######## block 1 ########
### Signal wires on met4, block 1

Scale: 2 px per micron. Supply wires on this layer in gray.
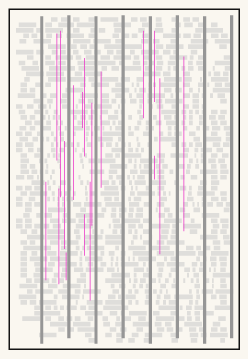

<file path="config.mk">
export PLATFORM = sky130hd
export DESIGN_NAME = toy_lsu_mem_initiator
export DESIGN_NICKNAME = d
export VERILOG_FILES = /design/src/rtl/toy_lsu_mem_initiator.sv
export SDC_FILE = /design/constraint.sdc
export NUM_CORES = 1
export LEC_CHECK = 0
export CAP_MARGIN = 5
export CELL_PAD_IN_SITES_DETAIL_PLACEMENT = 1
export CELL_PAD_IN_SITES_GLOBAL_PLACEMENT = 1
export CORE_ASPECT_RATIO = 1.5
export CORE_MARGIN = 2
export CORE_UTILIZATION = 38
export CTS_CLUSTER_DIAMETER = 120
export DETAILED_ROUTE_END_ITERATION = 8
export GPL_TIMING_DRIVEN = 0
export HOLD_SLACK_MARGIN = 0.06
export MAX_ROUTING_LAYER = met4
export PLACE_DENSITY_LB_ADDON = 0.1
export SYNTH_ARGS = -nofsm -noshare
export SYNTH_HDL_FRONTEND = slang
export SYNTH_SLANG_ARGS = --single-unit
</file>
<file path="constraint.sdc">
create_clock -name clk -period 3.22 [get_ports clk]
set_clock_uncertainty 0.2 [all_clocks]
set_input_delay 0.644 -clock clk [delete_from_list [all_inputs] [get_ports clk]]
set_output_delay 0.644 -clock clk [all_outputs]
set_load 0.005 [all_outputs]
</file>
<file path="src/rtl/toy_lsu_mem_initiator.sv">
// Load/store unit front end: turns one core load/store request into one or two
// word accesses on a zero-delay memory, handling unaligned accesses that
// straddle a word boundary, and returns a single response to the core.
module toy_lsu_mem_initiator #(
  parameter int ADDR_WIDTH = 16
) (
  input  logic                  clk,
  input  logic                  rst_n,
  input  logic                  req_vld,
  output logic                  req_rdy,
  input  logic                  req_wr,
  input  logic [1:0]            req_size,
  input  logic                  req_signed,
  input  logic [ADDR_WIDTH+1:0] req_addr,
  input  logic [31:0]           req_wdata,
  output logic                  rsp_vld,
  input  logic                  rsp_rdy,
  output logic [31:0]           rsp_rdata,
  output logic [ADDR_WIDTH-1:0] mem_addr,
  input  logic [31:0]           mem_rd_data,
  output logic [31:0]           mem_wr_data,
  output logic [3:0]            mem_wr_byte_en,
  output logic                  mem_wr_en
);

  typedef enum logic [1:0] {IDLE, ACC0, ACC1, RSP} state_t;

  state_t state_reg, state_next;

  // Registered request
  logic                  wr_reg;
  logic                  signed_reg;
  logic [1:0]            size_reg;
  logic [ADDR_WIDTH+1:0] addr_reg;
  logic [31:0]           wdata_reg;
  // Captured read words (word1 stays 0 for non-crossing loads)
  logic [31:0]           word0_reg;
  logic [31:0]           word1_reg;

  // Derived access geometry
  logic [1:0]            offset;
  logic [2:0]            nbytes;
  logic [3:0]            base_mask;
  logic                  crosses;
  logic [ADDR_WIDTH-1:0] word_idx;
  logic [ADDR_WIDTH-1:0] word_idx_inc;
  logic [63:0]           lane;
  logic [7:0]            mask;
  logic [63:0]           rd_pair;
  logic [31:0]           rd_shifted;
  logic [31:0]           load_result;
  logic                  handshake;

  assign offset = addr_reg[1:0];

  // Size 3 is treated exactly like a word access
  always_comb begin
    case (size_reg)
      2'd0:    begin nbytes = 3'd1; base_mask = 4'b0001; end
      2'd1:    begin nbytes = 3'd2; base_mask = 4'b0011; end
      default: begin nbytes = 3'd4; base_mask = 4'b1111; end
    endcase
  end

  // offset+nbytes peaks at 7, so 3 bits suffice without overflow
  assign crosses      = ({1'b0, offset} + nbytes) > 3'd4;
  assign word_idx     = addr_reg[ADDR_WIDTH+1:2];
  // Natural modulo-2^ADDR_WIDTH wrap for an access starting in the top word
  assign word_idx_inc = word_idx + {{(ADDR_WIDTH-1){1'b0}}, 1'b1};

  // Store data and byte mask spread over a two-word window
  assign lane = {32'd0, wdata_reg} << {offset, 3'b000};
  assign mask = {4'd0, base_mask} << offset;

  // Load data re-aligned from the two-word window, then extended
  assign rd_pair    = {word1_reg, word0_reg};
  assign rd_shifted = rd_pair[{offset, 3'b000} +: 32];

  always_comb begin
    case (nbytes)
      3'd1:    load_result = {{24{signed_reg & rd_shifted[7]}},  rd_shifted[7:0]};
      3'd2:    load_result = {{16{signed_reg & rd_shifted[15]}}, rd_shifted[15:0]};
      default: load_result = rd_shifted;
    endcase
  end

  assign handshake = req_vld & req_rdy;

  // State register
  always_ff @(posedge clk or negedge rst_n) begin
    if (!rst_n) begin
      state_reg <= IDLE;
    end else begin
      state_reg <= state_next;
    end
  end

  // Next-state and all FSM-driven outputs; memory outputs are zero outside ACC states
  always_comb begin
    state_next     = state_reg;
    req_rdy        = 1'b0;
    rsp_vld        = 1'b0;
    rsp_rdata      = 32'd0;
    mem_addr       = '0;
    mem_wr_data    = 32'd0;
    mem_wr_byte_en = 4'd0;
    mem_wr_en      = 1'b0;
    case (state_reg)
      IDLE: begin
        req_rdy = 1'b1;
        if (req_vld) state_next = ACC0;
      end
      ACC0: begin
        mem_addr = word_idx;
        if (wr_reg) begin
          mem_wr_data    = lane[31:0];
          mem_wr_byte_en = mask[3:0];
          mem_wr_en      = |mask[3:0];
        end
        state_next = crosses ? ACC1 : RSP;
      end
      ACC1: begin
        mem_addr = word_idx_inc;
        if (wr_reg) begin
          mem_wr_data    = lane[63:32];
          mem_wr_byte_en = mask[7:4];
          mem_wr_en      = |mask[7:4];
        end
        state_next = RSP;
      end
      RSP: begin
        rsp_vld   = 1'b1;
        rsp_rdata = wr_reg ? 32'd0 : load_result;
        if (rsp_rdy) state_next = IDLE;
      end
      default: state_next = IDLE;
    endcase
  end

  // Request capture and load-word capture at the end of each ACC state
  always_ff @(posedge clk or negedge rst_n) begin
    if (!rst_n) begin
      wr_reg     <= 1'b0;
      signed_reg <= 1'b0;
      size_reg   <= 2'd0;
      addr_reg   <= '0;
      wdata_reg  <= 32'd0;
      word0_reg  <= 32'd0;
      word1_reg  <= 32'd0;
    end else begin
      if (handshake) begin
        wr_reg     <= req_wr;
        signed_reg <= req_signed;
        size_reg   <= req_size;
        addr_reg   <= req_addr;
        wdata_reg  <= req_wdata;
        word0_reg  <= 32'd0;
        word1_reg  <= 32'd0;
      end
      if (state_reg == ACC0 && !wr_reg) word0_reg <= mem_rd_data;
      if (state_reg == ACC1 && !wr_reg) word1_reg <= mem_rd_data;
    end
  end

endmodule
</file>
######## block 2 ########
===== src/rtl/anubis_round_key_ctrl.sv =====
// Anubis round-key sequencer: drives key_evolution/key_selection controls and issues K0..K(NUM_ROUNDS) one per handshake.
// Latency: first key valid 1+KS_CYCLES cycles after start, later keys EVOLVE_CYCLES+KS_CYCLES after each accept; rk_valid holds until rk_ready.
module anubis_round_key_ctrl #(
  parameter int NUM_ROUNDS    = 12,
  parameter int KS_CYCLES     = 4,
  parameter int EVOLVE_CYCLES = 2
) (
  input  logic       clk,
  input  logic       reset,
  input  logic       start,
  input  logic       abort,
  output logic       ke_load,
  output logic       ke_step,
  output logic [3:0] ke_const_idx,
  output logic       ks_load,
  output logic [3:0] ks_counter,
  output logic       rk_valid,
  input  logic       rk_ready,
  output logic [3:0] rk_index,
  output logic       busy,
  output logic       done
);

  typedef enum logic [2:0] {IDLE, LOAD, SELECT, PRESENT, EVOLVE, DONE} state_t;

  localparam logic [3:0] LAST_ROUND = 4'(NUM_ROUNDS);
  localparam logic [3:0] KS_LAST    = 4'(KS_CYCLES - 1);
  localparam logic [3:0] EV_LAST    = 4'(EVOLVE_CYCLES - 1);

  state_t     state;
  logic [3:0] r;
  logic [3:0] ev_cnt;

  always_ff @(posedge clk or negedge reset) begin
    if (!reset) begin
      state        <= IDLE;
      r            <= '0;
      ev_cnt       <= '0;
      ke_load      <= 1'b0;
      ke_step      <= 1'b0;
      ke_const_idx <= '0;
      ks_load      <= 1'b0;
      ks_counter   <= '0;
      rk_valid     <= 1'b0;
      rk_index     <= '0;
      busy         <= 1'b0;
      done         <= 1'b0;
    end else begin
      ke_load <= 1'b0;
      ke_step <= 1'b0;
      ks_load <= 1'b0;
      done    <= 1'b0;
      // abort wins over start, accept and every counter transition
      if (abort && state != IDLE) begin
        state        <= IDLE;
        r            <= '0;
        ev_cnt       <= '0;
        ke_const_idx <= '0;
        ks_counter   <= '0;
        rk_valid     <= 1'b0;
        rk_index     <= '0;
        busy         <= 1'b0;
      end else begin
        case (state)
          IDLE: begin
            if (start && !abort) begin
              state   <= LOAD;
              ke_load <= 1'b1;
              busy    <= 1'b1;
              r       <= '0;
            end
          end
          LOAD: begin
            state      <= SELECT;
            ks_load    <= 1'b1;
            ks_counter <= '0;
          end
          SELECT: begin
            if (ks_counter == KS_LAST) begin
              state    <= PRESENT;
              rk_valid <= 1'b1;
              rk_index <= r;
            end else begin
              ks_counter <= ks_counter + 4'd1;
            end
          end
          PRESENT: begin
            if (rk_ready) begin
              rk_valid <= 1'b0;
              if (r == LAST_ROUND) begin
                state <= DONE;
                done  <= 1'b1;
              end else begin
                state        <= EVOLVE;
                ke_step      <= 1'b1;
                ke_const_idx <= r + 4'd1;
                ev_cnt       <= '0;
              end
            end
          end
          EVOLVE: begin
            if (ev_cnt == EV_LAST) begin
              state      <= SELECT;
              r          <= r + 4'd1;
              ks_load    <= 1'b1;
              ks_counter <= '0;
            end else begin
              ev_cnt <= ev_cnt + 4'd1;
            end
          end
          DONE: begin
            state <= IDLE;
            busy  <= 1'b0;
            r     <= '0;
          end
          default: state <= IDLE;
        endcase
      end
    end
  end

endmodule

===== config.mk =====
export PLATFORM = sky130hd
export DESIGN_NAME = anubis_round_key_ctrl
export DESIGN_NICKNAME = d
export VERILOG_FILES = /design/src/rtl/anubis_round_key_ctrl.sv
export SDC_FILE = /design/constraint.sdc
export NUM_CORES = 1
export LEC_CHECK = 0
export ABC_CLOCK_PERIOD_IN_PS = 4900
export CAP_MARGIN = 0
export CELL_PAD_IN_SITES_DETAIL_PLACEMENT = 0
export CELL_PAD_IN_SITES_GLOBAL_PLACEMENT = 2
export CORE_MARGIN = 2
export CORE_UTILIZATION = 37
export CTS_BUF_LIST = sky130_fd_sc_hd__clkbuf_4 sky130_fd_sc_hd__clkbuf_8 sky130_fd_sc_hd__clkbuf_16
export DETAILED_ROUTE_END_ITERATION = 10
export GPL_ROUTABILITY_DRIVEN = 0
export PLACE_DENSITY_LB_ADDON = 0.1
export SYNTH_ARGS = -nofsm -noshare
export SYNTH_HDL_FRONTEND = slang
export SYNTH_SLANG_ARGS = --single-unit
export TNS_END_PERCENT = 5

===== constraint.sdc =====
create_clock -name clk -period 4.9 [get_ports clk]
set_input_delay 0.98 -clock clk [delete_from_list [all_inputs] [get_ports clk]]
set_output_delay 0.98 -clock clk [all_outputs]
set_load 0.05 [all_outputs]

######## block 3 ########
### src/rtl/pp_bank_reader_pkg.sv
// Shared definitions for the ping-pong bank reader: FSM encoding, buffer
// geometry defaults and a small bank-select helper.
package pp_bank_reader_pkg;

    localparam int BANK_DEPTH = 128;
    localparam int ADDR_W     = 8;
    localparam int DATA_W     = 8;

    typedef enum logic [1:0] {
        ST_IDLE  = 2'd0,
        ST_READ  = 2'd1,
        ST_DRAIN = 2'd2
    } state_e;

    function automatic logic [1:0] bank_onehot(input logic bank);
        return bank ? 2'b10 : 2'b01;
    endfunction

endpackage

### src/rtl/pp_bank_reader_if.sv
// Bus bundle between the bank reader, the ping-pong buffer read port and the
// downstream byte consumer.
interface pp_bank_reader_if #(
    parameter int ADDR_W = pp_bank_reader_pkg::ADDR_W,
    parameter int DATA_W = pp_bank_reader_pkg::DATA_W
) ();

    logic [1:0]        bank_full;
    logic              rd_en;
    logic [ADDR_W-1:0] rd_addr;
    logic [DATA_W-1:0] rd_data;
    logic [DATA_W-1:0] out_data;
    logic              out_valid;
    logic              out_ready;
    logic              out_last;
    logic [1:0]        bank_release;
    logic [DATA_W-1:0] frame_sum;
    logic              frame_done;

    modport master (
        input  bank_full, rd_data, out_ready,
        output rd_en, rd_addr, out_data, out_valid, out_last,
               bank_release, frame_sum, frame_done
    );

    modport slave (
        output bank_full, rd_data, out_ready,
        input  rd_en, rd_addr, out_data, out_valid, out_last,
               bank_release, frame_sum, frame_done
    );

endinterface

### src/rtl/pp_skid_fifo.sv
// Two-entry valid/ready buffer with registered output. The writer is
// credit-controlled by the occupancy count, so no input ready is needed.
module pp_skid_fifo #(
    parameter int WIDTH = 9
) (
    input  logic             sys_clk,
    input  logic             sys_rst_n,
    input  logic             in_valid,
    input  logic [WIDTH-1:0] in_data,
    input  logic             out_ready,
    output logic             out_valid,
    output logic [WIDTH-1:0] out_data,
    output logic [1:0]       count
);

    logic [WIDTH-1:0] head_data_r;
    logic             head_valid_r;
    logic [WIDTH-1:0] spare_data_r;
    logic             spare_valid_r;
    logic             pop_s;

    assign pop_s     = head_valid_r && out_ready;
    assign out_valid = head_valid_r;
    assign out_data  = head_data_r;
    assign count     = {1'b0, head_valid_r} + {1'b0, spare_valid_r};

    // Head refills from the spare first so byte order is preserved.
    always_ff @(posedge sys_clk) begin
        if (!sys_rst_n) begin
            head_data_r   <= {WIDTH{1'b0}};
            head_valid_r  <= 1'b0;
            spare_data_r  <= {WIDTH{1'b0}};
            spare_valid_r <= 1'b0;
        end else if (!head_valid_r || pop_s) begin
            if (spare_valid_r) begin
                head_data_r   <= spare_data_r;
                head_valid_r  <= 1'b1;
                spare_valid_r <= in_valid;
                if (in_valid) begin
                    spare_data_r <= in_data;
                end
            end else begin
                head_valid_r <= in_valid;
                if (in_valid) begin
                    head_data_r <= in_data;
                end
            end
        end else if (in_valid) begin
            spare_valid_r <= 1'b1;
            spare_data_r  <= in_data;
        end
    end

endmodule

### src/rtl/pp_bank_reader.sv
// Drains full ping-pong banks in alternating order into a valid/ready byte
// stream, with a per-frame mod-256 checksum and a bank release pulse.
module pp_bank_reader
    import pp_bank_reader_pkg::*;
#(
    parameter int BANK_DEPTH = pp_bank_reader_pkg::BANK_DEPTH,
    parameter int ADDR_W     = pp_bank_reader_pkg::ADDR_W,
    parameter int DATA_W     = pp_bank_reader_pkg::DATA_W
) (
    input  logic             sys_clk,
    input  logic             sys_rst_n,
    pp_bank_reader_if.master bus
);

    localparam int                OFF_W    = ADDR_W - 1;
    localparam logic [OFF_W-1:0]  LAST_OFF = OFF_W'(BANK_DEPTH - 1);

    state_e            state_r;
    state_e            state_s;
    logic              cur_bank_r;
    logic [OFF_W-1:0]  offset_r;
    logic [DATA_W-1:0] sum_r;
    logic              inflight_r;
    logic              inflight_last_r;

    logic [1:0]        occ_s;
    logic              skid_valid_s;
    logic [DATA_W:0]   skid_data_s;
    logic              pop_s;
    logic              rd_en_s;
    logic              last_rd_s;
    logic              done_s;
    logic [2:0]        need_s;
    logic [2:0]        cap_s;

    pp_skid_fifo #(
        .WIDTH(DATA_W + 1)
    ) u_skid (
        .sys_clk   (sys_clk),
        .sys_rst_n (sys_rst_n),
        .in_valid  (inflight_r),
        .in_data   ({inflight_last_r, bus.rd_data}),
        .out_ready (bus.out_ready),
        .out_valid (skid_valid_s),
        .out_data  (skid_data_s),
        .count     (occ_s)
    );

    // Next state and read strobe; a byte leaving this cycle frees its slot
    // immediately so a full-rate stream never bubbles.
    always_comb begin
        pop_s     = skid_valid_s && bus.out_ready;
        need_s    = {1'b0, occ_s} + {2'b00, inflight_r};
        cap_s     = 3'd2 + {2'b00, pop_s};
        state_s   = state_r;
        rd_en_s   = 1'b0;
        last_rd_s = 1'b0;
        done_s    = 1'b0;
        case (state_r)
            ST_IDLE: begin
                if (bus.bank_full[cur_bank_r]) begin
                    state_s = ST_READ;
                end else begin
                    state_s = ST_IDLE;
                end
            end
            ST_READ: begin
                rd_en_s   = (need_s < cap_s);
                last_rd_s = rd_en_s && (offset_r == LAST_OFF);
                if (last_rd_s) begin
                    state_s = ST_DRAIN;
                end else begin
                    state_s = ST_READ;
                end
            end
            ST_DRAIN: begin
                done_s = pop_s && skid_data_s[DATA_W];
                if (done_s) begin
                    state_s = ST_IDLE;
                end else begin
                    state_s = ST_DRAIN;
                end
            end
            default: begin
                state_s = ST_IDLE;
            end
        endcase
    end

    // FSM, offset counter, bank pointer, in-flight tracking and checksum.
    always_ff @(posedge sys_clk) begin
        if (!sys_rst_n) begin
            state_r         <= ST_IDLE;
            cur_bank_r      <= 1'b0;
            offset_r        <= {OFF_W{1'b0}};
            sum_r           <= {DATA_W{1'b0}};
            inflight_r      <= 1'b0;
            inflight_last_r <= 1'b0;
        end else begin
            state_r         <= state_s;
            inflight_r      <= rd_en_s;
            inflight_last_r <= last_rd_s;
            if (state_r == ST_IDLE) begin
                offset_r <= {OFF_W{1'b0}};
                sum_r    <= {DATA_W{1'b0}};
            end else begin
                if (rd_en_s) begin
                    offset_r <= offset_r + OFF_W'(1);
                end
                if (done_s) begin
                    sum_r <= {DATA_W{1'b0}};
                end else if (pop_s) begin
                    sum_r <= sum_r + skid_data_s[DATA_W-1:0];
                end
            end
            if (done_s) begin
                cur_bank_r <= ~cur_bank_r;
            end
        end
    end

    assign bus.rd_en        = rd_en_s;
    assign bus.rd_addr      = {cur_bank_r, offset_r};
    assign bus.out_data     = skid_data_s[DATA_W-1:0];
    assign bus.out_valid    = skid_valid_s;
    assign bus.out_last     = skid_valid_s && skid_data_s[DATA_W];
    assign bus.frame_done   = done_s;
    assign bus.bank_release = done_s ? bank_onehot(cur_bank_r) : 2'b00;
    assign bus.frame_sum    = done_s ? (sum_r + skid_data_s[DATA_W-1:0]) : {DATA_W{1'b0}};

endmodule

### src/flat_wrapper.sv
// flat-port wrapper written by rule: the top's interface ports become plain ports
module pp_bank_reader_flat import pp_bank_reader_pkg::*;
#(
    parameter int BANK_DEPTH = pp_bank_reader_pkg::BANK_DEPTH,
    parameter int ADDR_W     = pp_bank_reader_pkg::ADDR_W,
    parameter int DATA_W     = pp_bank_reader_pkg::DATA_W
)
  (sys_clk, sys_rst_n, bus_bank_full, bus_rd_data, bus_out_ready, bus_rd_en, bus_rd_addr, bus_out_data, bus_out_valid, bus_out_last, bus_bank_release, bus_frame_sum, bus_frame_done);
  pp_bank_reader_if #(.ADDR_W(ADDR_W), .DATA_W(DATA_W)) bus_i ();
  input  logic sys_clk;
  input  logic sys_rst_n;
  input wire logic [$bits(bus_i.bank_full)-1:0] bus_bank_full;
  input wire logic [$bits(bus_i.rd_data)-1:0] bus_rd_data;
  input wire logic [$bits(bus_i.out_ready)-1:0] bus_out_ready;
  output wire logic [$bits(bus_i.rd_en)-1:0] bus_rd_en;
  output wire logic [$bits(bus_i.rd_addr)-1:0] bus_rd_addr;
  output wire logic [$bits(bus_i.out_data)-1:0] bus_out_data;
  output wire logic [$bits(bus_i.out_valid)-1:0] bus_out_valid;
  output wire logic [$bits(bus_i.out_last)-1:0] bus_out_last;
  output wire logic [$bits(bus_i.bank_release)-1:0] bus_bank_release;
  output wire logic [$bits(bus_i.frame_sum)-1:0] bus_frame_sum;
  output wire logic [$bits(bus_i.frame_done)-1:0] bus_frame_done;
  assign bus_i.bank_full = bus_bank_full;
  assign bus_i.rd_data = bus_rd_data;
  assign bus_i.out_ready = bus_out_ready;
  assign bus_rd_en = bus_i.rd_en;
  assign bus_rd_addr = bus_i.rd_addr;
  assign bus_out_data = bus_i.out_data;
  assign bus_out_valid = bus_i.out_valid;
  assign bus_out_last = bus_i.out_last;
  assign bus_bank_release = bus_i.bank_release;
  assign bus_frame_sum = bus_i.frame_sum;
  assign bus_frame_done = bus_i.frame_done;
  pp_bank_reader #(.BANK_DEPTH(BANK_DEPTH), .ADDR_W(ADDR_W), .DATA_W(DATA_W)) u_core (.sys_clk(sys_clk), .sys_rst_n(sys_rst_n), .bus(bus_i));
endmodule
### config.mk
export PLATFORM = sky130hd
export DESIGN_NAME = pp_bank_reader_flat
export DESIGN_NICKNAME = d
export VERILOG_FILES = /design/src/rtl/pp_bank_reader_pkg.sv /design/src/rtl/pp_bank_reader_if.sv /design/src/rtl/pp_skid_fifo.sv /design/src/rtl/pp_bank_reader.sv /design/src/flat_wrapper.sv
export SDC_FILE = /design/constraint.sdc
export NUM_CORES = 1
export LEC_CHECK = 0
export CORE_MARGIN = 2
export CORE_UTILIZATION = 40
export CTS_CLUSTER_SIZE = 25
export DETAILED_ROUTE_END_ITERATION = 7
export GPL_TIMING_DRIVEN = 0
export PLACE_DENSITY_LB_ADDON = 0.08
export SYNTH_ARGS = -nofsm -noshare
export SYNTH_HDL_FRONTEND = slang
export SYNTH_SLANG_ARGS = --single-unit
export TNS_END_PERCENT = 50
### constraint.sdc
create_clock -name sys_clk -period 2.7 [get_ports sys_clk]
set_input_delay 0.54 -clock sys_clk [delete_from_list [all_inputs] [get_ports sys_clk]]
set_output_delay 0.54 -clock sys_clk [all_outputs]
set_load 0.01 [all_outputs]
### Clock routing, block 1

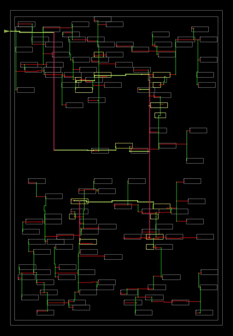
Clk Latency, worst-skew pair: 0.37 ns
flip-flops: 112
number of sinks on the clock net: 112
number of buffers created by CTS: 9
clk_buf instances: 10

About 'Signal wires on met4' of block 1:
longest straight run: 87.7 microns
nets with wire on the layer: 17

==> out/notes.md, block 1 <==
The number of setup buffers added after CTS is 8. Summed over all cells, the static leakage comes to 4.37 nW. CTS reports a maximum clock tree buffer depth of 2. The final reports fail on negative setup slack. Of all flip-flops after synthesis, the portion carrying an async set or reset was 100%.

The tools report the DRC violation count after routing as 0. TritonCTS built the clock tree. In the final routing, the length of wire on met1 measures 10700 microns. The cts-stage hold buffer count was 0. In the final report, the number of endpoints failing setup comes to 11.

The worst setup margin came out at -0.0484 ns. The die is 114 microns wide. The post-synthesis chip area from yosys was 0.00692 sq mm; the number of non-clock buffers was 245.

The H-tree generated during clock tree synthesis spans 3 levels. RePlAce ended its routability-driven mode at a weighted congestion of 0.962. The combinational gate area is 0.00410 sq mm.

The run gives 52 for the number of different library cells in the post-synthesis netlist. The flow ran to the end, but the final reports show violations. The run gives 0.00898 sq mm as the area after detailed placement.
[block 1: worst max-delay path by stage]
stage,cells after the start,to,slack [ns]
final,6,rsp_rdata[29],-0.05
after global routing,6,rsp_rdata[26],-0.13
after global placement,1,word0_reg[27],-3.02
after detailed placement,8,mem_wr_byte_en[2],-0.39
after floorplan,8,mem_wr_en,0.74
after CTS,6,mem_wr_data[28],-0.05
[block 1: kinds of logic after synthesis]
logic type / synth area share [%]
xor gates and xnor gates: 0.362
DFF: 40.5
buffers and inverters: 4.68
muxes: 18.3
and+or+nand+nor: 12.3
adders and majority gates: 1.55
AOI/OAI and AO/OA: 22.3
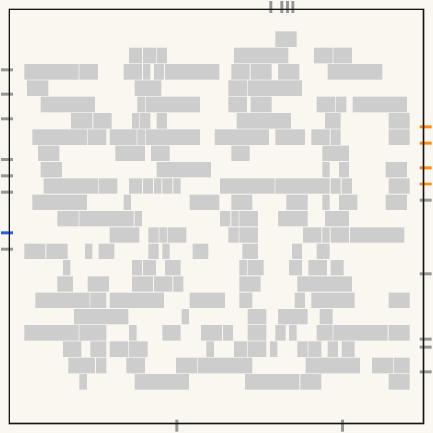
*Pin placement, block 2*
Scale: 6 px per micron. Pins as bars across the die edge, other pins in gray.
| port | color | pins | direction | edge |
|---|---|---|---|---|
| `done` | blue | 1 | output | left |
| `ks_counter` | orange | 4 | output | right |
all pins by edge: 9 right, 8 left, 4 top, 2 bottom

==> out/notes.md, block 2 <==
The minimum clock period works out to 2.66 ns. The number of setup buffers added after CTS is 0. The buffer and inverter count on the worst path is 1, and the simple-gate portion of the synthesized area is 22.0%. The share of the clock period used by the worst path after layout is 54.2%. The flow ran to the end, and the final reports show no timing, DRC or antenna violations. The detailed router reports a met2 wire length of 1470 microns. For this run, the total global-route usage over all layers was measured as 15.8%. The cell type that accounts for the most area after synthesis is dfrtp_1. The run gives 1179 as the number of vias in the routed layout.

The tools report the met3 layer usage reported by global route as 3.90%. In the final design database the tool counted 181 nets. The final power report lists total power as 0.562 mW. Per the layout area report, the combinational fraction of cell area is 40.2%.

The number of maximum-capacitance violations recorded for the run is 0. The share of the yosys chip area belonging to registers is 46.7%, and the internal power is 0.405 mW. With the synthesized-area fraction occupied by xor and xnor cells at 2.26%, the length in cells of the worst reg-to-reg path is 4. The pre-antenna-repair detailed-routing pass consisted of 4 iterations. For the power in the clock group, the log shows 0.201 mW.

The source of the worst hold timing path was ke_const_idx[0]. The switching portion of total power comes to 28.0%. The die width is 68.8 microns, and the arithmetic-cell share of the synthesized area counting full adders, half adders and majority gates is 4.03%. With the final core utilization at 46.9%, the post-placement cell count is 214.

The number of top-level pins was 23. Per report_power, the combinational group accounts for 17.0% of the total. The initial antenna violation count is 0.

The layer with the highest usage is met2. The maximum number of pins on one net before global-route repair came out at 30. The number of buffers between clock root and the deepest sink came out at 2. The clock root buffer master was clkbuf_8. The flow reported a cell area power density of 298 mW/mm^2. The floorplan step defined a die boundary enclosing 0.00473 sq mm.

Main flop type after synthesis: dfrtp_1. The critical register-to-register path endpoint was ks_counter[3]. Clock tree buffer count of the final layout: 7.

The combinational gate area is 759 sq um.
[block 2: cells in the final DEF, fill, tap and decap left out, drive strengths merged, types with 6 or more instances in the layout]
cell	synthesis	layout
clkdlybuf4s50	0	22
inv	6	6
a22o	11	11
nor2	9	9
a21oi	6	6
dfrtp	29	29
clkbuf	0	7
nand3	9	9
o21ai	7	7
nand2	8	8
[block 2: flip-flops by register name, summed over array words and instances (netlist names)]
signal,count
busy,1
r,4
ke_const_idx,4
done,1
ks_counter,4
ke_step,1
state,3
ke_load,1
rk_index,4
ev_cnt,4
rk_valid,1
ks_load,1
### Layout detail, block 3

Window x 27 to 77, y 27 to 77 microns. Cells in gray, sequential cells in the stronger gray; small squares are vias.
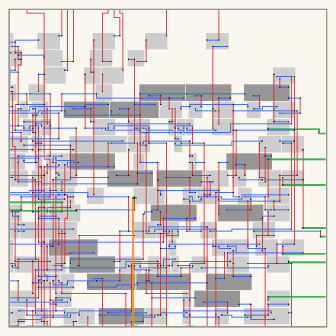
| layer | color |
|---|---|
| metal 3 | green |
| metal 4 | orange |
| metal 1 | blue |
| metal 2 | red |
most frequent: mux2i_1 (15), clkdlybuf4s50_1 (15), dfxtp_1 (14)
sequential cells in the window: 18
cells with their middle in the window: 116
netlist names of flops here include: `u_core.u_skid.out_data` (9), `u_core.u_skid.spare_data_r` (7), `u_core.sum_r` (2)

==> out/notes.md, block 3 <==
The routed length on met1 came out at 2410 microns. The power report puts the net switching power at 0.306 mW. Pin placement for this block handled 43 I/O pins.

Fraction of standard cell area that is sequential: 28.0%. The final timing report gives a worst setup slack of 0.0882 ns. With the worst-case headroom to the max-slew limit at 51.6%, the top-area cell type share of the netlist area is 37.4%. The number of cells on the worst hold path is listed as 2. Detailed routing placed a total of 2200 microns of wire on met2.

The slew at the pin closest to its max-slew limit was 0.722 ns; the buffer and inverter count on the worst path was 1. STA lists the endpoint of the worst register-to-register path as u_core.sum_r[4]. Measured along the y axis, the die boundary spans 77.2 microns.

The highest clock rate this design can be run at is 0.383 GHz. The run finished with clean final reports. TritonCTS built the clock tree. The die width works out to 77.2 microns. End of the critical path: bus_frame_sum[1]. Global routing consumed, on the met2 layer, 27.2% of the routing resources. According to the floorplan log, the row count is 26. The logs give 4830 microns for the total wire length and 0 for the total congestion overflow. Per the breakdown, switching nets consume 26.0% of all power.

The endpoint of the worst hold path is reported as u_core.sum_r[0]. The run gives 0 for the residual antenna-violating net count after detailed routing.
## block 3: stage by stage
stage          cell area, sq um  total power [mW]
6_report                   2890              1.18
5_1_grt                    2890              1.24
4_1_cts                    2830              1.18
3_5_place_dp               2650             0.764
3_3_place_gp               2650             0.764
2_1_floorplan              2140             0.703
## block 3: cells in the mapped netlist, drive strengths merged, types with 3 or more instances
cell type,instances
a21o,3
xnor2,3
and2,8
o211a,9
nand2,27
inv,6
o21ai,8
xor2,7
nand3,4
nor2b,14
dfxtp,40
a21oi,9
a211oi,3
mux2i,21
nor2,18
o21a,3
ha,8
buf,12
clkbuf,4
and3,8


==> screenshots <==
M3 wires.
(a)
Scale: 6 px per micron.
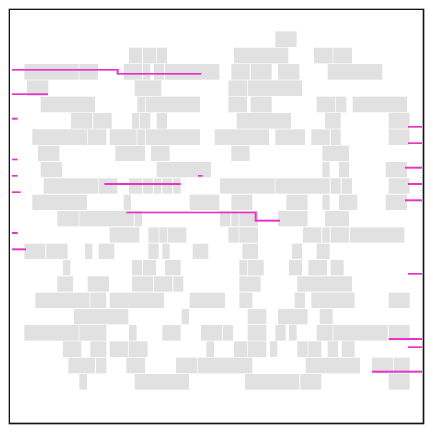
(b)
Scale: 6 px per micron.
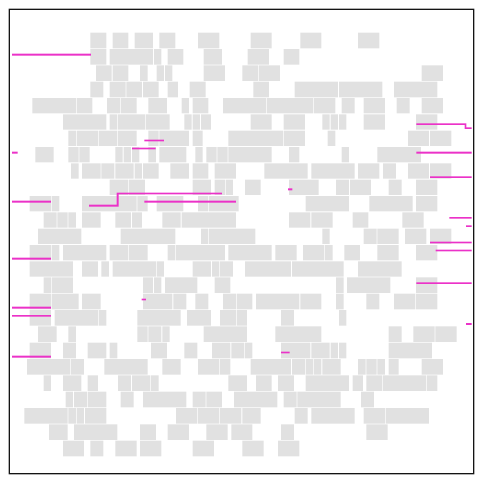
(c)
Scale: 3 px per micron.
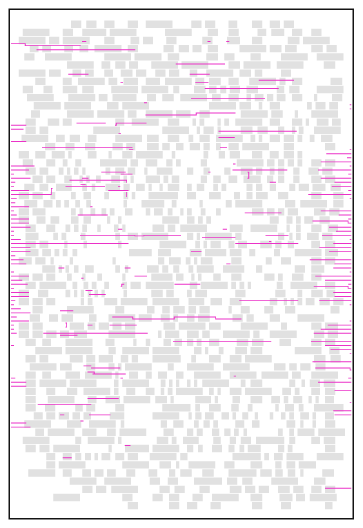
- (a) = block 2
- (c) = block 1
- (b) = block 3
The one with the largest die is (c).
The one with the smallest die is (a).

No activity file was given, so power comes from the tool's default toggle rates.
